######## vehicular_emissions_fsm_flat ########
vehicular_emissions_fsm_flat, the metal 2 layer:
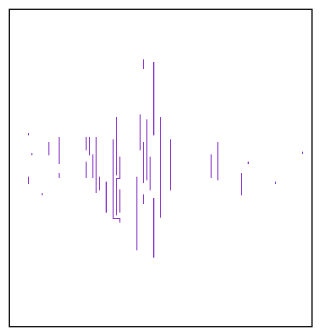

## config.mk

```make
export PLATFORM = sky130hd
export DESIGN_NAME = vehicular_emissions_fsm_flat
export DESIGN_NICKNAME = d
export VERILOG_FILES = /design/src/rtl/vehicular_emissions_fsm_if.sv /design/src/rtl/vehicular_emissions_fsm.sv /design/src/flat_wrapper.sv
export SDC_FILE = /design/constraint.sdc
export NUM_CORES = 1
export LEC_CHECK = 0
export CORE_AREA = 2 2 39 41
export DETAILED_ROUTE_END_ITERATION = 7
export DIE_AREA = 0 0 41 43
export GPL_ROUTABILITY_DRIVEN = 0
export PLACE_DENSITY = 0.4
export SLEW_MARGIN = 25
export SYNTH_ARGS = -nofsm -noshare
export SYNTH_HDL_FRONTEND = slang
export SYNTH_SLANG_ARGS = --single-unit
```

## constraint.sdc

```tcl
create_clock -name clk -period 0.8 [get_ports clk]
set_input_delay 0.2 -clock clk [delete_from_list [all_inputs] [get_ports clk]]
set_output_delay 0.2 -clock clk [all_outputs]
set_load 0.01 [all_outputs]
```

## src/rtl/vehicular_emissions_fsm_if.sv

```systemverilog
`default_nettype none
// ============================================================================
// Module   : vehicular_emissions_fsm_if
// Brief    : CO2 sample in, warning/critical status out for the emissions FSM.
// Revision : 1.0 - initial release
// ============================================================================
interface vehicular_emissions_fsm_if;
    logic [7:0] CO2_level;
    logic       warning;
    logic       critical;

    // master drives samples and observes status; slave is the FSM itself
    modport master (
        output CO2_level,
        input  warning,
        input  critical
    );

    modport slave (
        input  CO2_level,
        output warning,
        output critical
    );
endinterface : vehicular_emissions_fsm_if
`default_nettype wire

```

## src/rtl/vehicular_emissions_fsm.sv

```systemverilog
`default_nettype none
// ============================================================================
// Module   : vehicular_emissions_fsm
// Brief    : Three-state Moore classifier of CO2 readings (NORMAL/WARNING/
//            CRITICAL). Optional consecutive-sample debounce via the macro
//            EMISSIONS_DEBOUNCE_EN.
// Revision : 1.0 - initial release
// ============================================================================
module vehicular_emissions_fsm #(
    parameter int WARN_TH         = 50,
    parameter int CRIT_TH         = 100,
    parameter int DEBOUNCE_CYCLES = 3
) (
    input  wire                        clk,
    input  wire                        reset,
    vehicular_emissions_fsm_if.slave   bus
);

    generate
        if (!((WARN_TH > 0) && (WARN_TH < CRIT_TH) && (CRIT_TH <= 255))) begin : g_th_check
            $error("vehicular_emissions_fsm: thresholds must satisfy 0 < WARN_TH < CRIT_TH <= 255");
        end
        if ((DEBOUNCE_CYCLES < 1) || (DEBOUNCE_CYCLES > 15)) begin : g_db_check
            $error("vehicular_emissions_fsm: DEBOUNCE_CYCLES must be in 1..15");
        end
    endgenerate

    typedef enum logic [1:0] {
        ST_NORMAL   = 2'b00,
        ST_WARNING  = 2'b01,
        ST_CRITICAL = 2'b10
    } state_t;

    localparam logic [7:0] c_warn_th = 8'(WARN_TH);
    localparam logic [7:0] c_crit_th = 8'(CRIT_TH);

    state_t r_state;
    state_t w_next_state;
    state_t w_band;

    always_comb begin
        w_band = ST_NORMAL;
        if (bus.CO2_level >= c_crit_th) begin
            w_band = ST_CRITICAL;
        end else if (bus.CO2_level >= c_warn_th) begin
            w_band = ST_WARNING;
        end
    end

`ifdef EMISSIONS_DEBOUNCE_EN
    localparam logic [3:0] c_debounce = 4'(DEBOUNCE_CYCLES);

    state_t     r_cand;
    state_t     w_next_cand;
    logic [3:0] r_count;
    logic [3:0] w_next_count;
    logic [3:0] w_tally;

    always_comb begin
        w_next_state = r_state;
        w_next_cand  = r_cand;
        w_next_count = r_count;
        w_tally      = 4'd1;
        case (r_state)
            ST_NORMAL, ST_WARNING, ST_CRITICAL: begin
                if (w_band == r_state) begin
                    w_next_count = 4'd0;
                end else begin
                    // a sample in a different band than the running candidate restarts at 1
                    if ((w_band == r_cand) && (r_count != 4'd0)) begin
                        w_tally = r_count + 4'd1;
                    end
                    w_next_cand = w_band;
                    if (w_tally >= c_debounce) begin
                        w_next_state = w_band;
                        w_next_count = 4'd0;
                    end else begin
                        w_next_count = w_tally;
                    end
                end
            end
            default: begin
                w_next_state = ST_NORMAL;
                w_next_cand  = ST_NORMAL;
                w_next_count = 4'd0;
            end
        endcase
    end

    always_ff @(posedge clk or posedge reset) begin
        if (reset) begin
            r_state <= ST_NORMAL;
            r_cand  <= ST_NORMAL;
            r_count <= 4'd0;
        end else begin
            r_state <= w_next_state;
            r_cand  <= w_next_cand;
            r_count <= w_next_count;
        end
    end
`else
    // band is always a legal encoding, so a stray 2'b11 clears on the next edge
    always_comb begin
        w_next_state = w_band;
    end

    always_ff @(posedge clk or posedge reset) begin
        if (reset) begin
            r_state <= ST_NORMAL;
        end else begin
            r_state <= w_next_state;
        end
    end
`endif

    assign bus.warning  = (r_state == ST_WARNING);
    assign bus.critical = (r_state == ST_CRITICAL);

endmodule : vehicular_emissions_fsm
`default_nettype wire

```

## src/flat_wrapper.sv

```systemverilog
// flat-port wrapper written by rule: the top's interface ports become plain ports
module vehicular_emissions_fsm_flat 
#(
    parameter int WARN_TH         = 50,
    parameter int CRIT_TH         = 100,
    parameter int DEBOUNCE_CYCLES = 3
)
  (clk, reset, bus_CO2_level, bus_warning, bus_critical);
  vehicular_emissions_fsm_if bus_i ();
  input  wire clk;
  input  wire reset;
  input wire logic [$bits(bus_i.CO2_level)-1:0] bus_CO2_level;
  output wire logic [$bits(bus_i.warning)-1:0] bus_warning;
  output wire logic [$bits(bus_i.critical)-1:0] bus_critical;
  assign bus_i.CO2_level = bus_CO2_level;
  assign bus_warning = bus_i.warning;
  assign bus_critical = bus_i.critical;
  vehicular_emissions_fsm #(.WARN_TH(WARN_TH), .CRIT_TH(CRIT_TH), .DEBOUNCE_CYCLES(DEBOUNCE_CYCLES)) u_core (.clk(clk), .reset(reset), .bus(bus_i));
endmodule
```

######## tank_keys_decoder ########
**src/rtl/tank_keys_decoder.sv**
```systemverilog
// tank_keys_decoder
//
// Purpose:
//   Turns the PS/2 scan-code byte stream into the held-key vector used by the
//   tank movement logic, plus fire signals for the missile logic. Understands
//   make codes, break codes (F0 prefix) and extended codes (E0 prefix). Key
//   codes and their extended-ness are parameters, so one instance serves each
//   player.
//
// Ports:
//   clk         system clock
//   reset       synchronous, active-high reset
//   din[7:0]    received PS/2 byte, valid only while dinNew=1
//   dinNew      one-cycle strobe marking a new byte on din
//   keyPressed  held keys: [0]=down, [1]=up, [2]=left, [3]=right
//   fireHeld    fire key currently held
//   firePulse   one-cycle pulse on the first make of fire
module tank_keys_decoder #(
  parameter logic [7:0]  UP_CODE        = 8'h75,
  parameter logic [7:0]  DOWN_CODE      = 8'h72,
  parameter logic [7:0]  LEFT_CODE      = 8'h6B,
  parameter logic [7:0]  RIGHT_CODE     = 8'h74,
  parameter logic [7:0]  FIRE_CODE      = 8'h29,
  parameter bit          DIR_EXTENDED   = 1'b1,
  parameter bit          FIRE_EXTENDED  = 1'b0,
  parameter int unsigned PREFIX_TIMEOUT = 50000
) (
  input  logic       clk,
  input  logic       reset,
  input  logic [7:0] din,
  input  logic       dinNew,
  output logic [3:0] keyPressed,
  output logic       fireHeld,
  output logic       firePulse
);

  localparam logic [7:0]  EXT_PREFIX  = 8'hE0;
  localparam logic [7:0]  BRK_PREFIX  = 8'hF0;
  localparam logic [15:0] TIMEOUT_LAST = 16'(PREFIX_TIMEOUT - 1);

  typedef enum logic [1:0] {
    IDLE    = 2'd0,
    EXT     = 2'd1,
    BRK     = 2'd2,
    EXT_BRK = 2'd3
  } state_e;

  state_e      state_q, state_d;
  logic [15:0] timer_q, timer_d;
  logic [3:0]  keys_q, keys_d;
  logic        fireHeld_q, fireHeld_d;
  logic        firePulse_q, firePulse_d;

  // Classification of the current byte: a code byte (neither prefix) takes
  // its extended/break flags from the prefix state it arrives in.
  logic       codeValid;
  logic       codeExt;
  logic       codeBreak;
  logic       dirOk;
  logic [3:0] dirHit;
  logic       fireHit;

  always_comb begin
    codeValid = 1'b0;
    codeExt   = 1'b0;
    codeBreak = 1'b0;
    if (dinNew && (din != EXT_PREFIX) && (din != BRK_PREFIX)) begin
      codeValid = 1'b1;
      codeExt   = (state_q == EXT) || (state_q == EXT_BRK);
      codeBreak = (state_q == BRK) || (state_q == EXT_BRK);
    end
  end

  // A key matches only when both the code and its E0-prefix status agree,
  // which is how e.g. keypad 8 (75) is told apart from arrow-up (E0 75).
  always_comb begin
    dirOk     = codeValid && (codeExt == DIR_EXTENDED);
    dirHit[0] = dirOk && (din == DOWN_CODE);
    dirHit[1] = dirOk && (din == UP_CODE);
    dirHit[2] = dirOk && (din == LEFT_CODE);
    dirHit[3] = dirOk && (din == RIGHT_CODE);
    fireHit   = codeValid && (codeExt == FIRE_EXTENDED) && (din == FIRE_CODE);
  end

  // Prefix tracking. Repeated prefixes are absorbed; a stalled prefix state
  // falls back to IDLE after the timeout, but a byte arriving on the very
  // cycle the timeout expires is still decoded with the prefix.
  always_comb begin
    state_d = state_q;
    timer_d = timer_q;
    if (dinNew) begin
      timer_d = 16'd0;
      unique case (state_q)
        IDLE: begin
          if (din == EXT_PREFIX)      state_d = EXT;
          else if (din == BRK_PREFIX) state_d = BRK;
          else                        state_d = IDLE;
        end
        EXT: begin
          if (din == BRK_PREFIX)      state_d = EXT_BRK;
          else if (din == EXT_PREFIX) state_d = EXT;
          else                        state_d = IDLE;
        end
        BRK: begin
          if (din == BRK_PREFIX)      state_d = BRK;
          else if (din == EXT_PREFIX) state_d = EXT_BRK;
          else                        state_d = IDLE;
        end
        EXT_BRK: begin
          if ((din == BRK_PREFIX) || (din == EXT_PREFIX)) state_d = EXT_BRK;
          else                                            state_d = IDLE;
        end
        default: state_d = IDLE;
      endcase
    end else if (state_q == IDLE) begin
      timer_d = 16'd0;
    end else if (timer_q == TIMEOUT_LAST) begin
      state_d = IDLE;
      timer_d = 16'd0;
    end else begin
      timer_d = timer_q + 16'd1;
    end
  end

  // Held-key and fire bookkeeping. dirHit/fireHit are zero for anything that
  // is not a matching code, so non-matching bytes leave everything alone.
  always_comb begin
    keys_d      = codeBreak ? (keys_q & ~dirHit) : (keys_q | dirHit);
    fireHeld_d  = fireHeld_q;
    firePulse_d = 1'b0;
    if (fireHit) begin
      fireHeld_d  = !codeBreak;
      firePulse_d = !codeBreak && !fireHeld_q;
    end
  end

  always_ff @(posedge clk) begin
    if (reset) begin
      state_q     <= IDLE;
      timer_q     <= 16'd0;
      keys_q      <= 4'b0000;
      fireHeld_q  <= 1'b0;
      firePulse_q <= 1'b0;
    end else begin
      state_q     <= state_d;
      timer_q     <= timer_d;
      keys_q      <= keys_d;
      fireHeld_q  <= fireHeld_d;
      firePulse_q <= firePulse_d;
    end
  end

  assign keyPressed = keys_q;
  assign fireHeld   = fireHeld_q;
  assign firePulse  = firePulse_q;

endmodule

```
**config.mk**
```make
export PLATFORM = sky130hd
export DESIGN_NAME = tank_keys_decoder
export DESIGN_NICKNAME = d
export VERILOG_FILES = /design/src/rtl/tank_keys_decoder.sv
export SDC_FILE = /design/constraint.sdc
export NUM_CORES = 1
export LEC_CHECK = 0
export CORE_AREA = 4 4 50 74
export CTS_BUF_LIST = sky130_fd_sc_hd__clkbuf_2 sky130_fd_sc_hd__clkbuf_4 sky130_fd_sc_hd__clkbuf_8
export DETAILED_ROUTE_END_ITERATION = 12
export DIE_AREA = 0 0 54 78
export MAX_ROUTING_LAYER = met4
export SKIP_CTS_REPAIR_TIMING = 1
export SYNTH_ARGS = -nofsm -noshare
export SYNTH_HDL_FRONTEND = slang
export SYNTH_SLANG_ARGS = --single-unit
```
**constraint.sdc**
```tcl
create_clock -name clk -period 2.1 [get_ports clk]
set_clock_uncertainty 0.15 [all_clocks]
set_input_delay 0.63 -clock clk [delete_from_list [all_inputs] [get_ports clk]]
set_output_delay 0.63 -clock clk [all_outputs]
set_load 0.005 [all_outputs]
```

==> gallery <==
Cells coloured by class.
Plate I
Scale bar: 10 µm.
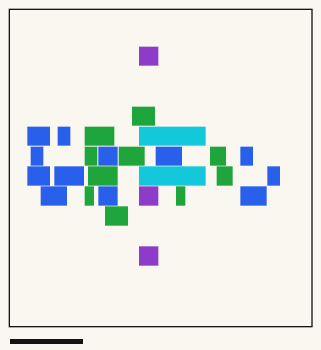
Plate II
Scale bar: 20 µm.
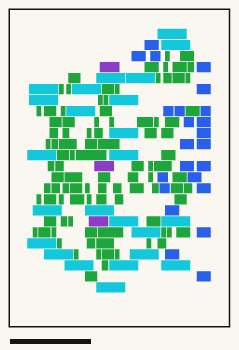
tank_keys_decoder -> Plate II
vehicular_emissions_fsm_flat -> Plate I
The one with the highest utilization is Plate II.

tank_keys_decoder, drive-strength map:
Scale bar: 20 µm.
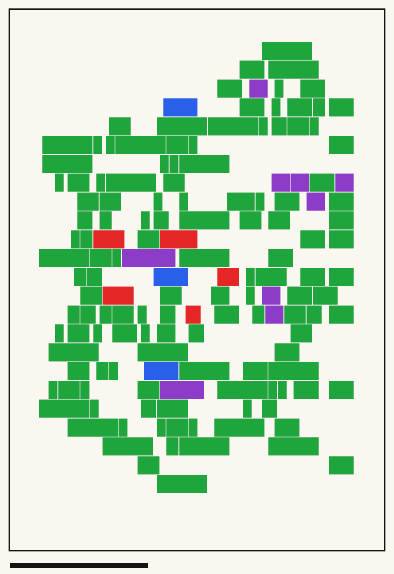
size	colour	cells	share
_0 and _1 cells	green	130	88%
_3 and _4 cells	purple	9	6.1%
_2 cells	red	5	3.4%
_6 and larger	blue	3	2.0%
Non-CTS buffers: 23
Worst Slack Setup Final: 104 ps
Layout area overhead: 23.8%
Final Instance Area: 1460 µm²

==> impl_metrics.tcl, tank_keys_decoder <==
# yosys + openroad results
set metrics [dict create \
    die_h_um 78 \
    worstReg2RegStart "timer_q[0]" \
    yosys.area_share.xor_xnor_pct 10.4 \
    syn-cell-area_um2 1180 \
    dp_slack_ps -194 \
    top_area_share_pct 40.6 \
    antenna_left 0 \
    synth_nets 135 \
    setup_viol 0 \
    routed.top_layer "met4" \
    wl_met1_mm 1.03 \
    cp_slowest_cell "clkdlybuf4s50_1" \
    cp_max_fo 2 \
    final_cells 187 \
    grtUsageMet3_pct 2.50 \
    synth.comb.largest_family "simple AND/OR/NAND/NOR gates" \
    hold_depth 1 \
    numCtsBuffers 3 \
    synth_seq_share_pct 40.6 \
    finalClockPeriodUsage_pct 95.0 \
    grt_max_degree 16 \
    layout_top_cell "nor2_1" \
    outcome "complete, no violations" \
    gp_congestion 0.713 \
    crit_type "in -> reg" \
]
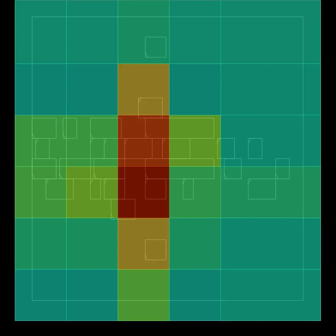
vehicular_emissions_fsm_flat: track usage over the die
WL/cell: 8.30 µm
GRT Overall Usage: 5.73%
grt met2 use: 6.88%

About 'the metal 2 layer' of vehicular_emissions_fsm_flat:
share of all routed wire	41%
longest straight run	13.6 µm
nets with wire on the layer	32
wire length on this layer	146 µm
via count: 154
overall routed net length: 357 µm

==> impl_metrics.tcl, vehicular_emissions_fsm_flat <==
# yosys + openroad results
set metrics [dict create \
    synth_top_flop_cell "dfrtp_1" \
    cts_root_buf "clkbuf_4" \
    crit_type "reg -> out" \
    drt-pass1-iter-count 2 \
    ys_warn_count 0 \
    powerDensity_nw_per_um2 1600 \
    cts_hold_buf 0 \
    fin_area_um2 262 \
    fmax_mhz 965 \
    rsz0062_at_grt "true" \
    setup_viol 3 \
    adder_share_pct 0 \
    crit_chain "nor2b_1 > buf_2" \
    finalPower_mw 0.418 \
    seqAreaFraction_pct 19.1 \
    violations "setup timing" \
    setup_ws_ps -236 \
    clk_share_pct 8.61 \
    final_cells 43 \
    comb_power_mw 0.0791 \
    finalHoldViolCount 0 \
    seq_cells 2 \
    outcome "finished with violations" \
    comb_area_share_pct 27.3 \
    die_h_um 43 \
    synth_cell_types 10 \
    antenna_found_initial 0 \
    switching_power_mw 0.0921 \
    final_cell_mix "buf_2, clkbuf_4" \
    largest_reg_flops 2 \
]

######## dmem_responder ########
$ cat config.mk
export PLATFORM = sky130hd
export DESIGN_NAME = dmem_responder
export DESIGN_NICKNAME = d
export VERILOG_FILES = /design/src/rtl/dmem_pkg.sv /design/src/rtl/dmem_ram_be.sv /design/src/rtl/dmem_responder.sv
export SDC_FILE = /design/constraint.sdc
export NUM_CORES = 2
export LEC_CHECK = 0
export CORE_ASPECT_RATIO = 1.75
export CORE_UTILIZATION = 35
export DETAILED_ROUTE_END_ITERATION = 16
export PLACE_DENSITY_LB_ADDON = 0.05
export SLEW_MARGIN = 10
export SYNTH_ARGS = -nofsm -noshare
export SYNTH_HDL_FRONTEND = slang
export SYNTH_HIERARCHICAL = 1
export SYNTH_SLANG_ARGS = --single-unit
export TNS_END_PERCENT = 50
$ cat constraint.sdc
create_clock -name clk_i -period 5 [get_ports clk_i]
set_clock_uncertainty 0.2 [all_clocks]
set_input_delay 0.5 -clock clk_i [delete_from_list [all_inputs] [get_ports clk_i]]
set_output_delay 0.5 -clock clk_i [all_outputs]
set_load 0.05 [all_outputs]
$ cat src/rtl/dmem_pkg.sv
// Shared types for the data-memory responder: FSM states and the latched request record.
package dmem_pkg;

   typedef enum logic [1:0] {IDLE, WAIT, RESP} dmem_state_e;

   typedef struct packed {
      logic        we;
      logic [3:0]  be;
      logic [31:0] addr;
      logic [31:0] wdata;
   } dmem_req_t;

   localparam int WORD_BYTES = 4;

endpackage

$ cat src/rtl/dmem_ram_be.sv
// Single-port word RAM with per-byte write enables and a registered read port.
// The array is deliberately not reset so contents survive a controller reset.
module dmem_ram_be #(
   parameter int DEPTH_WORDS = 64,
   parameter int AW          = $clog2(DEPTH_WORDS)
) (
   input  logic          clk_i,
   input  logic          i_en,
   input  logic [3:0]    i_we,
   input  logic [AW-1:0] i_addr,
   input  logic [31:0]   i_wdata,
   output logic [31:0]   o_rdata
);

   logic [31:0] r_mem [DEPTH_WORDS];
   logic [31:0] r_rdata;

   always_ff @(posedge clk_i) begin
      if (i_en) begin
         for (int b = 0; b < 4; b++) begin
            if (i_we[b]) r_mem[i_addr][8*b +: 8] <= i_wdata[8*b +: 8];
         end
         r_rdata <= r_mem[i_addr];
      end
   end

   assign o_rdata = r_rdata;

endmodule

$ cat src/rtl/dmem_responder.sv
// Data-memory responder: accepts one load/store, waits WAIT_CYCLES, accesses RAM, pulses a response.
//   state | meaning
//   IDLE  | ready for a request; stalls the core while a request is presented
//   WAIT  | wait states counting down; RAM access on the edge leaving WAIT
//   RESP  | one-cycle response pulse; core advances, no new accept
module dmem_responder
   import dmem_pkg::*;
#(
   parameter int          DEPTH_WORDS = 64,
   parameter int          WAIT_CYCLES = 2,
   parameter logic [31:0] BASE_ADDR   = 32'h0
) (
   input  logic        clk_i,
   input  logic        reset_ni,
   input  logic        req_valid_i,
   input  logic        req_we_i,
   input  logic [3:0]  req_be_i4,
   input  logic [31:0] req_addr_i32,
   input  logic [31:0] req_wdata_i32,
   output logic        req_ready_o,
   output logic        rsp_valid_o,
   output logic [31:0] rsp_rdata_o32,
   output logic        rsp_err_o,
   output logic        stall_o
);

   localparam int         AW       = $clog2(DEPTH_WORDS);
   localparam logic [3:0] CNT_LOAD = (WAIT_CYCLES > 0) ? 4'(WAIT_CYCLES - 1) : 4'd0;

   dmem_state_e r_state, w_state_nxt;
   logic [3:0]  r_cnt, w_cnt_nxt;
   dmem_req_t   r_req, w_req_in, w_req_acc;
   logic        r_rsp_valid, r_rsp_err, r_rsp_load;
   logic        w_accept, w_access, w_err;
   logic [29:0] w_index;
   logic [31:0] w_ram_rdata;

   assign w_req_in    = '{we: req_we_i, be: req_be_i4, addr: req_addr_i32, wdata: req_wdata_i32};
   assign req_ready_o = reset_ni && (r_state == IDLE);
   assign w_accept    = req_valid_i && req_ready_o;

   // Zero-wait builds access RAM on the accept edge, straight from the request inputs.
   assign w_req_acc = (r_state == IDLE) ? w_req_in : r_req;
   assign w_index   = w_req_acc.addr[31:2] - BASE_ADDR[31:2];
   assign w_err     = (w_req_acc.addr[1:0] != 2'b00) || (w_index[29:AW] != '0);

   always_comb begin
      w_state_nxt = r_state;
      w_cnt_nxt   = r_cnt;
      w_access    = 1'b0;
      case (r_state)
         IDLE: begin
            if (w_accept) begin
               if (WAIT_CYCLES == 0) begin
                  w_state_nxt = RESP;
                  w_access    = 1'b1;
               end else begin
                  w_state_nxt = WAIT;
                  w_cnt_nxt   = CNT_LOAD;
               end
            end
         end
         WAIT: begin
            if (r_cnt == 4'd0) begin
               w_state_nxt = RESP;
               w_access    = 1'b1;
            end else begin
               w_cnt_nxt = r_cnt - 4'd1;
            end
         end
         RESP:    w_state_nxt = IDLE;
         default: w_state_nxt = IDLE;
      endcase
   end

   always_ff @(posedge clk_i) begin
      if (!reset_ni) begin
         r_state     <= IDLE;
         r_cnt       <= 4'd0;
         r_req       <= '0;
         r_rsp_valid <= 1'b0;
         r_rsp_err   <= 1'b0;
         r_rsp_load  <= 1'b0;
      end else begin
         r_state     <= w_state_nxt;
         r_cnt       <= w_cnt_nxt;
         r_rsp_valid <= w_access;
         r_rsp_err   <= w_access && w_err;
         r_rsp_load  <= w_access && !w_req_acc.we && !w_err;
         if (w_accept) r_req <= w_req_in;
      end
   end

   // Reset gates the enable so a store whose commit edge meets reset is dropped.
   dmem_ram_be #(.DEPTH_WORDS(DEPTH_WORDS), .AW(AW)) u_ram (
      .clk_i   (clk_i),
      .i_en    (w_access && reset_ni),
      .i_we    ((w_req_acc.we && !w_err) ? w_req_acc.be : 4'b0000),
      .i_addr  (w_index[AW-1:0]),
      .i_wdata (w_req_acc.wdata),
      .o_rdata (w_ram_rdata)
   );

   assign rsp_valid_o   = r_rsp_valid;
   assign rsp_err_o     = r_rsp_err;
   assign rsp_rdata_o32 = r_rsp_load ? w_ram_rdata : 32'h0;
   assign stall_o       = ((r_state == IDLE) && req_valid_i) || (r_state == WAIT);

endmodule
######## btb_2bit_pred ########
`src/rtl/btb_pkg.sv`:
```
// Shared types and helpers for the branch target buffer: direction counter
// encoding and its saturating update rule.
package btb_pkg;

   typedef logic [1:0] ctr_t;

   localparam ctr_t SN = 2'b00;
   localparam ctr_t WN = 2'b01;
   localparam ctr_t WT = 2'b10;
   localparam ctr_t ST = 2'b11;

   // Counter MSB is the predicted direction; the count saturates at SN and ST.
   function automatic ctr_t sat_update(input ctr_t ctr, input logic taken);
      ctr_t next_ctr;
      if (taken) begin
         next_ctr = (ctr == ST) ? ST : ctr + 2'd1;
      end else begin
         next_ctr = (ctr == SN) ? SN : ctr - 2'd1;
      end
      return next_ctr;
   endfunction

endpackage

```
`src/rtl/btb_tag_cmp.sv`:
```
// Combinational hit detect for one table entry: the entry must be valid and
// its stored tag must equal the tag field of the presented PC.
module btb_tag_cmp #(
   parameter int TAG_W = 4
) (
   input  logic             entry_valid,
   input  logic [TAG_W-1:0] entry_tag,
   input  logic [TAG_W-1:0] pc_tag,
   output logic             match
);

   assign match = entry_valid & (entry_tag == pc_tag);

endmodule

```
`src/rtl/btb_2bit_pred.sv`:
```
// Direct-mapped branch target buffer with a 2-bit direction counter per entry.
// Predictions are registered one cycle after the lookup; updates come from execute.
module btb_2bit_pred
   import btb_pkg::*;
#(
   parameter int   PC_W     = 32,
   parameter int   IDX_W    = 4,
   parameter int   TAG_W    = 4,
   parameter ctr_t CTR_INIT = WT
) (
   input  logic            clk_i,
   input  logic            rst_i,
   input  logic            lookup_valid_i,
   input  logic [PC_W-1:0] lookup_pc_i,
   output logic            pred_valid_o,
   output logic            pred_hit_o,
   output logic            pred_taken_o,
   output logic [PC_W-1:0] pred_target_o,
   input  logic            upd_valid_i,
   input  logic [PC_W-1:0] upd_pc_i,
   input  logic            upd_taken_i,
   input  logic [PC_W-1:0] upd_target_i,
   input  logic            flush_i
);

   localparam int ENTRIES = 2 ** IDX_W;

   typedef struct packed {
      logic             valid;
      logic [TAG_W-1:0] tag;
      ctr_t             ctr;
      logic [PC_W-1:0]  target;
   } entry_t;

   if (IDX_W + TAG_W + 2 > PC_W) begin : g_bad_fields
      $error("btb_2bit_pred: IDX_W + TAG_W + 2 must not exceed PC_W");
   end

   // Valid and counter state is reset; tag and target are plain storage.
   logic            valid_q  [ENTRIES];
   ctr_t            ctr_q    [ENTRIES];
   logic [TAG_W-1:0] tag_q   [ENTRIES];
   logic [PC_W-1:0] target_q [ENTRIES];

   logic [IDX_W-1:0] lk_idx;
   logic [TAG_W-1:0] lk_tag;
   logic [IDX_W-1:0] upd_idx;
   logic [TAG_W-1:0] upd_tag;

   entry_t lk_entry;
   entry_t upd_entry;

   logic lk_match;
   logic upd_match;
   logic upd_hit;
   logic upd_alloc;
   logic upd_write_data;

   logic unused_pc_bits;

   assign lk_idx  = lookup_pc_i[IDX_W+1:2];
   assign lk_tag  = lookup_pc_i[IDX_W+TAG_W+1:IDX_W+2];
   assign upd_idx = upd_pc_i[IDX_W+1:2];
   assign upd_tag = upd_pc_i[IDX_W+TAG_W+1:IDX_W+2];

   // Byte-offset bits and PC bits above the tag never take part in the lookup.
   assign unused_pc_bits = ^{lookup_pc_i, upd_pc_i};

   always_comb begin
      lk_entry.valid   = valid_q[lk_idx];
      lk_entry.tag     = tag_q[lk_idx];
      lk_entry.ctr     = ctr_q[lk_idx];
      lk_entry.target  = target_q[lk_idx];
      upd_entry.valid  = valid_q[upd_idx];
      upd_entry.tag    = tag_q[upd_idx];
      upd_entry.ctr    = ctr_q[upd_idx];
      upd_entry.target = target_q[upd_idx];
   end

   btb_tag_cmp #(
      .TAG_W(TAG_W)
   ) u_lookup_cmp (
      .entry_valid(lk_entry.valid),
      .entry_tag  (lk_entry.tag),
      .pc_tag     (lk_tag),
      .match      (lk_match)
   );

   btb_tag_cmp #(
      .TAG_W(TAG_W)
   ) u_update_cmp (
      .entry_valid(upd_entry.valid),
      .entry_tag  (upd_entry.tag),
      .pc_tag     (upd_tag),
      .match      (upd_match)
   );

   assign upd_hit        = upd_valid_i & upd_match;
   assign upd_alloc      = upd_valid_i & ~upd_match & upd_taken_i;
   assign upd_write_data = ~flush_i & upd_valid_i & upd_taken_i;

   // Prediction registers read the table before this cycle's update lands,
   // so a same-index lookup and update see the old contents.
   always_ff @(posedge clk_i or posedge rst_i) begin
      if (rst_i) begin
         pred_valid_o  <= 1'b0;
         pred_hit_o    <= 1'b0;
         pred_taken_o  <= 1'b0;
         pred_target_o <= '0;
      end else if (flush_i) begin
         pred_valid_o  <= 1'b0;
         pred_hit_o    <= 1'b0;
         pred_taken_o  <= 1'b0;
         pred_target_o <= '0;
      end else begin
         pred_valid_o  <= lookup_valid_i;
         pred_hit_o    <= lookup_valid_i & lk_match;
         pred_taken_o  <= lookup_valid_i & lk_match & lk_entry.ctr[1];
         pred_target_o <= (lookup_valid_i & lk_match) ? lk_entry.target : '0;
      end
   end

   // Flush wins over a same-cycle update and leaves the counters untouched.
   always_ff @(posedge clk_i or posedge rst_i) begin
      if (rst_i) begin
         for (int i = 0; i < ENTRIES; i++) begin
            valid_q[i] <= 1'b0;
            ctr_q[i]   <= WN;
         end
      end else if (flush_i) begin
         for (int i = 0; i < ENTRIES; i++) begin
            valid_q[i] <= 1'b0;
         end
      end else if (upd_hit) begin
         ctr_q[upd_idx] <= sat_update(upd_entry.ctr, upd_taken_i);
      end else if (upd_alloc) begin
         valid_q[upd_idx] <= 1'b1;
         ctr_q[upd_idx]   <= CTR_INIT;
      end
   end

   // Every taken update either allocates or retargets; on a hit the tag
   // rewrite stores the value already present.
   always_ff @(posedge clk_i) begin
      if (upd_write_data) begin
         tag_q[upd_idx]    <= upd_tag;
         target_q[upd_idx] <= upd_target_i;
      end
   end

endmodule

```
`config.mk`:
```
export PLATFORM = sky130hd
export DESIGN_NAME = btb_2bit_pred
export DESIGN_NICKNAME = d
export VERILOG_FILES = /design/src/rtl/btb_pkg.sv /design/src/rtl/btb_tag_cmp.sv /design/src/rtl/btb_2bit_pred.sv
export SDC_FILE = /design/constraint.sdc
export NUM_CORES = 1
export LEC_CHECK = 0
export ABC_AREA = 1
export CAP_MARGIN = 10
export CORE_MARGIN = 2
export CORE_UTILIZATION = 42
export DETAILED_ROUTE_END_ITERATION = 8
export HOLD_SLACK_MARGIN = 0.05
export SLEW_MARGIN = 20
export SYNTH_ARGS = -nofsm -noshare
export SYNTH_HDL_FRONTEND = slang
export SYNTH_SLANG_ARGS = --single-unit
```
`constraint.sdc`:
```
create_clock -name clk_i -period 4.6 [get_ports clk_i]
set_clock_uncertainty 0.1 [all_clocks]
set_input_delay 0.69 -clock clk_i [delete_from_list [all_inputs] [get_ports clk_i]]
set_output_delay 0.69 -clock clk_i [all_outputs]
set_load 0.02 [all_outputs]
```
btb_2bit_pred, sequential cells grouped by signal name:
Scale bar: 100 µm. Other sequential cells in the stronger grey, the rest of the logic in the fainter grey.
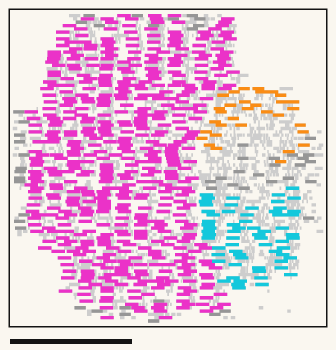
netlist name	colour	placed flops
`target_q`	magenta	512
`ctr_q`	orange	32
`tag_q`	cyan	64

==> impl_metrics.tcl, btb_2bit_pred <==
# yosys + openroad results
set metrics [dict create \
    yosysCellCount 2377 \
    drc 0 \
    maxSlewHeadroom_pct 25.1 \
    ios 137 \
    crit_path_frequent_cell "nand2_1" \
    largest_register "target_q" \
    cp_slowest_cell "nor2_2" \
    ir_worst_vdd_v 0.000267 \
    num-nonclk-inverters 58 \
    setup_viol 0 \
    r2r-end "ctr_q[17]" \
    setup_ws_ps 888 \
    routed_via_density 5.65 \
    cts_htree_levels 3 \
    slew_violations 0 \
    internal_power_mw 10.4 \
    finalPower_mw 13.3 \
    synth_top_flop_cell "edfxtp_1" \
    buffers 143 \
    outcome "complete, no violations" \
    comb_area_share_pct 22.4 \
    tap_cells 855 \
    regArea_um2 19400 \
    finalClockPeriodUsage_pct 80.7 \
]
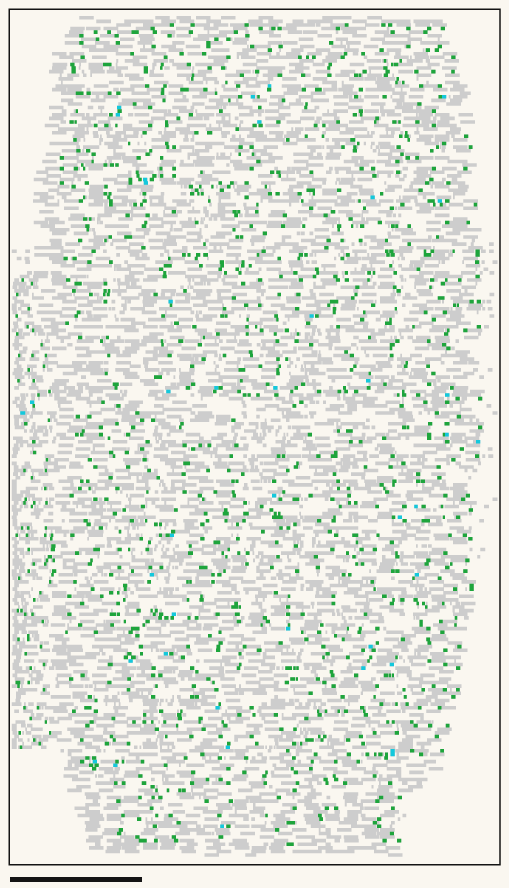
dmem_responder: gate-type map
Scale bar: 100 µm.
family	colour	cells	most used	where
non-inverting ao/oa cells	cyan	41	o22a_1	all over the die
aoi and oai cells	green	1262	a221oi_1	all over the die
fin cells: 9059
most numerous logic cell after layout: edfxtp_1
fraction of area in multi-input gates: 17.4%

==> impl_metrics.tcl, dmem_responder <==
# yosys + openroad results
set metrics [dict create \
    outcome "complete, no violations" \
    crit_chain "nor2_4 > mux2_8 > nor2b_4 > buf_12 > buf_12 > buf_4 > a22oi_1 > o22ai_1 > nor4_1 > and3_1 > nand4_1" \
    yosysCellCount 5099 \
    cp_max_fo 41 \
    top_area_share_pct 75.2 \
    syn-cell-area_um2 83100 \
    grtUsageMet3_pct 2.95 \
    start_kind "register" \
    p_comb_share_pct 11.4 \
    diodes 11 \
    cap_violations 0 \
    final-comb-area_um2 17400 \
    wl_met1_mm 127 \
    cts_tree "built" \
    synthTopCellsByCount "edfxtp_1, nor2_1, a221oi_1" \
    ios 108 \
]

######## imem_loader ########
imem_loader, gate-type map:
Scale bar: 50 µm.
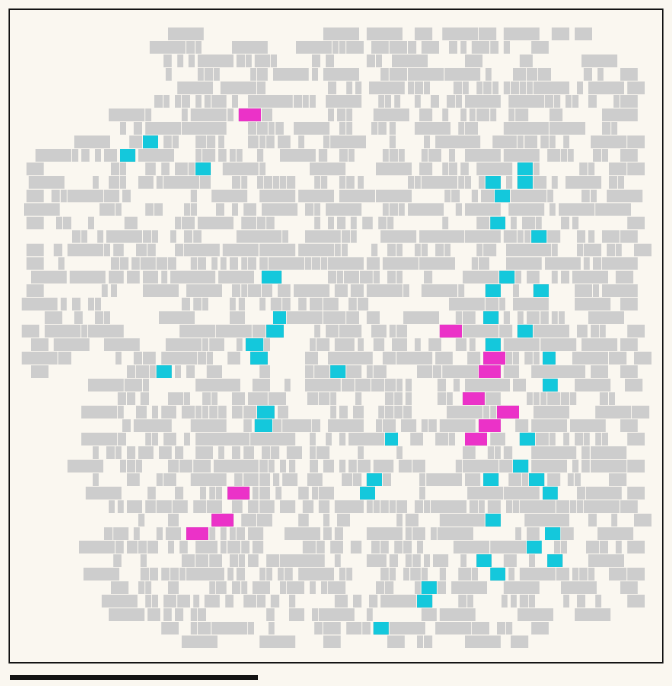

`src/rtl/imem_loader.sv`:
```
// ---------------------------------------------------------------------------
// imem_loader
//
// Write side of instruction memory. Takes a byte stream (typically the UART
// receive path, driven by the BIOS), parses a little-endian header made of a
// 32-bit base address and a 32-bit payload length, and packs the payload
// into 32-bit words. Each completed word becomes one registered IMEM write
// with per-byte enables. A one-cycle done pulse, qualified by error, closes
// every transfer.
//
// Parameters
//   IMEM_AWIDTH  IMEM word-address width (default 14 -> 16K words, 64 KB)
//   IMEM_REGION  required value of base[31:28]
//
// Ports
//   clk_i        system clock, rising edge
//   rst_i        synchronous active-high reset
//   start_i      one-cycle pulse that arms the loader (ignored unless idle)
//   in_data_i    stream byte
//   in_valid_i   stream byte is valid
//   in_ready_o   loader accepts a byte this cycle
//   imem_addr_o  IMEM word address
//   imem_din_o   IMEM write data
//   imem_we_o    per-byte write enables (bit k covers din[8k+7:8k])
//   busy_o       loader is outside IDLE
//   done_o       one-cycle completion pulse
//   error_o      qualified by done_o; 1 = transfer rejected, nothing written
// ---------------------------------------------------------------------------
module imem_loader #(
  parameter int          IMEM_AWIDTH = 14,
  parameter logic [3:0]  IMEM_REGION = 4'h1
) (
  input  logic                   clk_i,
  input  logic                   rst_i,
  input  logic                   start_i,
  input  logic [7:0]             in_data_i,
  input  logic                   in_valid_i,
  output logic                   in_ready_o,
  output logic [IMEM_AWIDTH-1:0] imem_addr_o,
  output logic [31:0]            imem_din_o,
  output logic [3:0]             imem_we_o,
  output logic                   busy_o,
  output logic                   done_o,
  output logic                   error_o
);

  typedef enum logic [2:0] {
    S_IDLE,
    S_ADDR,
    S_LEN,
    S_DATA,
    S_FIN
  } state_t;

  state_t                 state_q;
  logic [1:0]             idx_q;
  logic [31:0]            base_q;
  logic [31:0]            rem_q;
  logic [IMEM_AWIDTH-1:0] waddr_q;
  logic [31:0]            word_q;
  logic                   bad_q;

  logic                   in_ready_q;
  logic                   busy_q;
  logic                   done_q;
  logic                   error_q;
  logic [IMEM_AWIDTH-1:0] imem_addr_q;
  logic [31:0]            imem_din_q;
  logic [3:0]             imem_we_q;

  logic                   accept;
  logic [31:0]            len_full;
  logic                   bad_now;
  logic [31:0]            word_merged;
  logic [3:0]             lane_mask;
  logic [31:0]            rem_dec;
  logic                   word_last;

  // Only some base bits select the word address and region; the rest of the
  // header field is legitimately ignored.
  logic                   unused_base;
  assign unused_base = ^base_q;

  assign in_ready_o  = in_ready_q;
  assign busy_o      = busy_q;
  assign done_o      = done_q;
  assign error_o     = error_q;
  assign imem_addr_o = imem_addr_q;
  assign imem_din_o  = imem_din_q;
  assign imem_we_o   = imem_we_q;

  // Handshake decode plus the datapath values needed on the accepting edge.
  // The length is shifted into rem_q LSB-first, so on the 4th LEN byte the
  // complete length is the incoming byte on top of the upper three already
  // held. The base is fully captured by the time LEN starts, so the region
  // and alignment check can be evaluated straight from base_q.
  always_comb begin
    accept      = in_valid_i && in_ready_q;
    len_full    = {in_data_i, rem_q[31:8]};
    bad_now     = (base_q[1:0] != 2'b00) || (base_q[31:28] != IMEM_REGION);
    rem_dec     = rem_q - 32'd1;
    word_last   = (idx_q == 2'd3) || (rem_q == 32'd1);
    word_merged = word_q;
    word_merged[{idx_q, 3'b000} +: 8] = in_data_i;
    lane_mask   = 4'h0;
    case (idx_q)
      2'd0:    lane_mask = 4'h1;
      2'd1:    lane_mask = 4'h3;
      2'd2:    lane_mask = 4'h7;
      default: lane_mask = 4'hF;
    endcase
  end

  // Single-process FSM with registered outputs. Write strobes, done and
  // error default low every cycle so each is a one-cycle pulse; reset wins
  // over everything, which also cancels a write that would otherwise be
  // registered on the same edge.
  always_ff @(posedge clk_i) begin
    if (rst_i) begin
      state_q     <= S_IDLE;
      idx_q       <= 2'd0;
      base_q      <= 32'd0;
      rem_q       <= 32'd0;
      waddr_q     <= '0;
      word_q      <= 32'd0;
      bad_q       <= 1'b0;
      in_ready_q  <= 1'b0;
      busy_q      <= 1'b0;
      done_q      <= 1'b0;
      error_q     <= 1'b0;
      imem_addr_q <= '0;
      imem_din_q  <= 32'd0;
      imem_we_q   <= 4'h0;
    end else begin
      imem_we_q <= 4'h0;
      done_q    <= 1'b0;
      error_q   <= 1'b0;

      case (state_q)
        S_IDLE: begin
          if (start_i) begin
            state_q    <= S_ADDR;
            idx_q      <= 2'd0;
            rem_q      <= 32'd0;
            busy_q     <= 1'b1;
            in_ready_q <= 1'b1;
          end
        end

        S_ADDR: begin
          if (accept) begin
            base_q <= {in_data_i, base_q[31:8]};
            idx_q  <= idx_q + 2'd1;
            if (idx_q == 2'd3) begin
              state_q <= S_LEN;
            end
          end
        end

        S_LEN: begin
          if (accept) begin
            rem_q <= len_full;
            idx_q <= idx_q + 2'd1;
            if (idx_q == 2'd3) begin
              bad_q   <= bad_now;
              waddr_q <= base_q[IMEM_AWIDTH+1:2];
              word_q  <= 32'd0;
              if (len_full == 32'd0) begin
                state_q    <= S_FIN;
                in_ready_q <= 1'b0;
                done_q     <= 1'b1;
                error_q    <= bad_now;
              end else begin
                state_q <= S_DATA;
              end
            end
          end
        end

        // A word closes on lane 3 or on the final payload byte; a rejected
        // transfer still consumes every byte but never strobes IMEM.
        S_DATA: begin
          if (accept) begin
            rem_q <= rem_dec;
            if (word_last) begin
              if (!bad_q) begin
                imem_we_q   <= lane_mask;
                imem_addr_q <= waddr_q;
                imem_din_q  <= word_merged;
              end
              waddr_q <= waddr_q + 1'b1;
              idx_q   <= 2'd0;
              word_q  <= 32'd0;
            end else begin
              word_q <= word_merged;
              idx_q  <= idx_q + 2'd1;
            end
            if (rem_dec == 32'd0) begin
              state_q    <= S_FIN;
              in_ready_q <= 1'b0;
              done_q     <= 1'b1;
              error_q    <= bad_q;
            end
          end
        end

        S_FIN: begin
          state_q <= S_IDLE;
          busy_q  <= 1'b0;
        end

        default: begin
          state_q    <= S_IDLE;
          in_ready_q <= 1'b0;
          busy_q     <= 1'b0;
        end
      endcase
    end
  end

endmodule

```
`config.mk`:
```
export PLATFORM = sky130hd
export DESIGN_NAME = imem_loader
export DESIGN_NICKNAME = d
export VERILOG_FILES = /design/src/rtl/imem_loader.sv
export SDC_FILE = /design/constraint.sdc
export NUM_CORES = 1
export LEC_CHECK = 0
export CAP_MARGIN = 15
export CORE_MARGIN = 2
export CORE_UTILIZATION = 50
export CTS_CLUSTER_SIZE = 16
export DETAILED_ROUTE_END_ITERATION = 7
export PLACE_DENSITY = 0.7
export SYNTH_ARGS = -nofsm -noshare
export SYNTH_HDL_FRONTEND = slang
export SYNTH_SLANG_ARGS = --single-unit
export TNS_END_PERCENT = 30
```
`constraint.sdc`:
```
create_clock -name clk_i -period 3.4 [get_ports clk_i]
set_input_delay 0.68 -clock clk_i [delete_from_list [all_inputs] [get_ports clk_i]]
set_output_delay 0.68 -clock clk_i [all_outputs]
set_load 0.01 [all_outputs]
```
######## stride_counter ########
$ cat src/rtl/stride_counter.sv
// Programmable-stride index counter: start, start+stride, ... up to an inclusive
// limit, then wraps back to start or stops with a done pulse.
// Ports: clk/reset (async, active-high); load + start_val/stride/limit/wrap_mode
//   capture a new sequence; enable advances one step; count/busy/wrapped/done are
//   registered, last is combinational (next step would pass the limit).
module stride_counter #(
  parameter int COUNT_LEN    = 10,
  parameter int RESET_VAL    = 1,
  parameter int RESET_STRIDE = 2
) (
  input  logic               clk,
  input  logic               reset,
  input  logic               load,
  input  logic [COUNT_LEN:0] start_val,
  input  logic [COUNT_LEN:0] stride,
  input  logic [COUNT_LEN:0] limit,
  input  logic               wrap_mode,
  input  logic               enable,
  output logic [COUNT_LEN:0] count,
  output logic               busy,
  output logic               last,
  output logic               wrapped,
  output logic               done
);

  localparam int W = COUNT_LEN + 1;

  typedef enum logic {
    ST_RUN  = 1'b0,
    ST_DONE = 1'b1
  } state_t;

  state_t         state_q, state_d;
  logic [W-1:0]   count_q, count_d;
  logic [W-1:0]   start_q, start_d;
  logic [W-1:0]   stride_q, stride_d;
  logic [W-1:0]   limit_q, limit_d;
  logic           wrap_q, wrap_d;
  logic           busy_q, busy_d;
  logic           wrapped_q, wrapped_d;
  logic           done_q, done_d;

  // One extra bit so a step past the top of the range shows up as a carry
  // rather than silently aliasing to a small legal index.
  logic [W:0]     nxt;
  logic           over;

  assign nxt  = {1'b0, count_q} + {1'b0, stride_q};
  assign over = nxt[W] | (nxt[W-1:0] > limit_q);

  always_comb begin
    state_d   = state_q;
    count_d   = count_q;
    start_d   = start_q;
    stride_d  = stride_q;
    limit_d   = limit_q;
    wrap_d    = wrap_q;
    wrapped_d = 1'b0;
    done_d    = 1'b0;

    if (load) begin
      start_d  = start_val;
      stride_d = stride;
      limit_d  = limit;
      wrap_d   = wrap_mode;
      count_d  = start_val;
      // A start already past the limit is an empty sequence: finish at once.
      if (start_val <= limit) begin
        state_d = ST_RUN;
      end else begin
        state_d = ST_DONE;
        done_d  = 1'b1;
      end
    end else if (enable && (state_q == ST_RUN)) begin
      if (!over) begin
        count_d = nxt[W-1:0];
      end else if (wrap_q) begin
        count_d   = start_q;
        wrapped_d = 1'b1;
      end else begin
        state_d = ST_DONE;
        done_d  = 1'b1;
      end
    end

    busy_d = (state_d == ST_RUN);
  end

  always_ff @(posedge clk or posedge reset) begin
    if (reset) begin
      state_q   <= ST_RUN;
      count_q   <= W'(RESET_VAL);
      start_q   <= W'(RESET_VAL);
      stride_q  <= W'(RESET_STRIDE);
      limit_q   <= '1;
      wrap_q    <= 1'b1;
      busy_q    <= 1'b1;
      wrapped_q <= 1'b0;
      done_q    <= 1'b0;
    end else begin
      state_q   <= state_d;
      count_q   <= count_d;
      start_q   <= start_d;
      stride_q  <= stride_d;
      limit_q   <= limit_d;
      wrap_q    <= wrap_d;
      busy_q    <= busy_d;
      wrapped_q <= wrapped_d;
      done_q    <= done_d;
    end
  end

  assign count   = count_q;
  assign busy    = busy_q;
  assign wrapped = wrapped_q;
  assign done    = done_q;
  assign last    = (state_q == ST_RUN) && over;

endmodule

$ cat config.mk
export PLATFORM = sky130hd
export DESIGN_NAME = stride_counter
export DESIGN_NICKNAME = d
export VERILOG_FILES = /design/src/rtl/stride_counter.sv
export SDC_FILE = /design/constraint.sdc
export NUM_CORES = 1
export LEC_CHECK = 0
export ABC_AREA = 1
export CORE_MARGIN = 3
export CORE_UTILIZATION = 40
export DETAILED_ROUTE_END_ITERATION = 10
export PLACE_DENSITY_LB_ADDON = 0.25
export SYNTH_ARGS = -nofsm -noshare
export SYNTH_HDL_FRONTEND = slang
export SYNTH_SLANG_ARGS = --single-unit
$ cat constraint.sdc
create_clock -name clk -period 9 [get_ports clk]
set_clock_uncertainty 0.15 [all_clocks]
set_input_delay 1.8 -clock clk [delete_from_list [all_inputs] [get_ports clk]]
set_output_delay 1.8 -clock clk [all_outputs]
set_load 0.005 [all_outputs]
imem_loader, sequential cells grouped by signal name:
Scale bar: 50 µm. Other sequential cells in the stronger grey, the rest of the logic in the fainter grey.
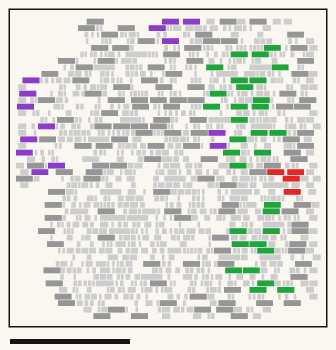
netlist name	colour	placed flops
`word_q`	green	32
`imem_we_o`	red	4
`imem_addr_o`	purple	14
not coloured	120

Notes on 'gate-type map' of imem_loader above:
family	colour	cells	most used
non-inverting ao/oa cells	cyan	43	a22o_1
fa/ha/maj cells	magenta	11	ha_1

==> impl_metrics.tcl, imem_loader <==
# yosys + openroad results
set metrics [dict create \
    cts_tree "built" \
    synth_seq_share_pct 42.0 \
    finalClockSkew_ps 8.55 \
    num_vias 7639 \
    compound_area_share_pct 24.4 \
    tap_cells 216 \
    rsz0062_at_grt "false" \
    wl_met1_mm 10.4 \
    antenna_found_initial 0 \
    clock_power_share_pct 34.1 \
    chipArea_um2 17200 \
    comb_power_mw 1.57 \
    synth.most_common_cell "nand2_1" \
    final-comb-area_um2 4300 \
    outcome "finished with violations" \
    diodes 0 \
    seq_cells 170 \
    sequentialPowerShare_pct 38.0 \
    grt_max_degree 74 \
    rows 46 \
    start_kind "register" \
    tns_ps 0 \
    p_comb_share_pct 27.9 \
    syn_inst 1049 \
    num-nonclk-inverters 21 \
    violations "DRC" \
    fmax_mhz 354 \
    place_inst 1279 \
    drc 9 \
]
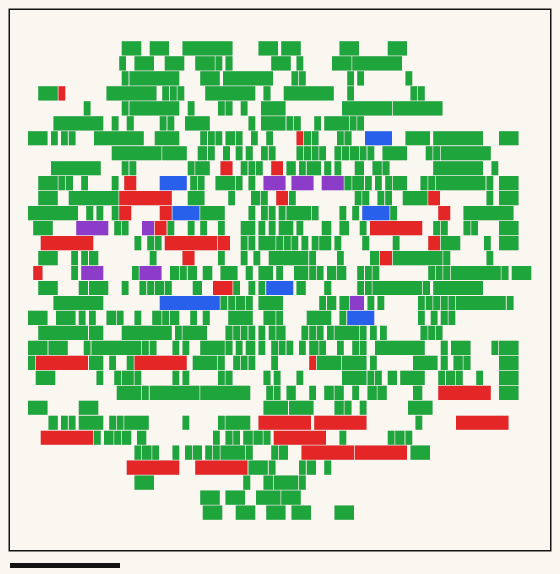
stride_counter: drive-strength map
Scale bar: 20 µm.
size	colour	cells	share
_0 and _1 cells	green	477	91%
_2 cells	red	34	6.5%
_3 and _4 cells	purple	8	1.5%
_6 and larger	blue	7	1.3%
Final Instance Area: 4090 µm²
Layout area overhead: 20.6%
Non-CTS buffers: 52

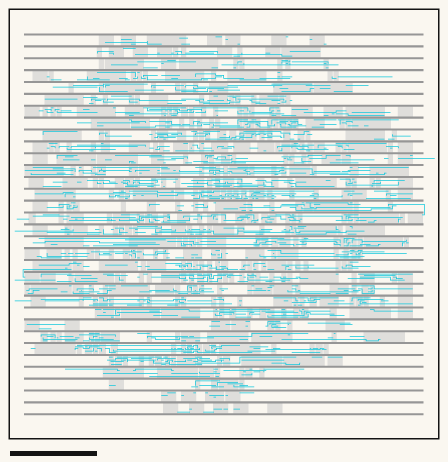
stride_counter: the metal 1 layer
Scale bar: 20 µm. Supply wires on this layer in grey.
share of all routed wire	49%
wire length on this layer	3940 µm
longest straight run	56.1 µm

==> impl_metrics.tcl, stride_counter <==
# yosys + openroad results
set metrics [dict create \
    max_stage_delay_ps 550 \
    chipWidth_um 98.1 \
    cts_htree_levels 2 \
    cts_sinks 49 \
    seq_cells 49 \
    worstReg2RegStart "count[0]" \
    drc 0 \
    finalCoreUtilization_pct 51.4 \
    switching_power_mw 0.507 \
    sequentialPowerShare_pct 26.4 \
    warning_count 26 \
    grt_use_met2_pct 28.2 \
    placed_area_um2 3970 \
    routed.top_layer "met4" \
    diodes 0 \
    setup_ws_ps 3170 \
    route.met3.wl_um 359 \
    cts_root_buf "clkbuf_8" \
    synth-async-reset-ratio_pct 100 \
    fillers 794 \
    outcome "complete, no violations" \
]


==> layout pictures side by side <==
Track usage over the die.
shot_01.png
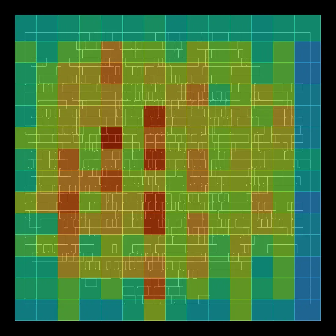
shot_02.png
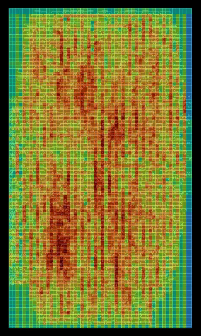
shot_03.png
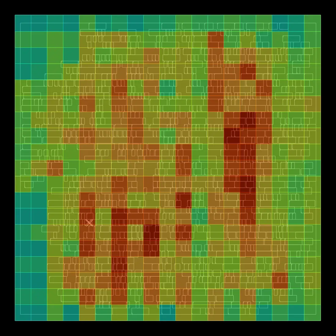
shot_04.png
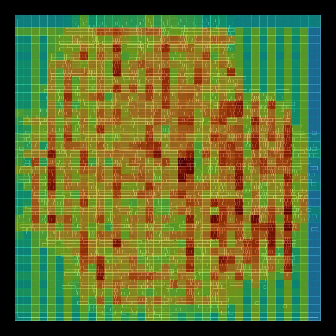
| picture | from |
|---|---|
| shot_01.png | stride_counter |
| shot_03.png | imem_loader |
| shot_04.png | btb_2bit_pred |
| shot_02.png | dmem_responder |
The one with the most wire per cell is shot_02.png.
The one with the least wire per cell is shot_01.png.

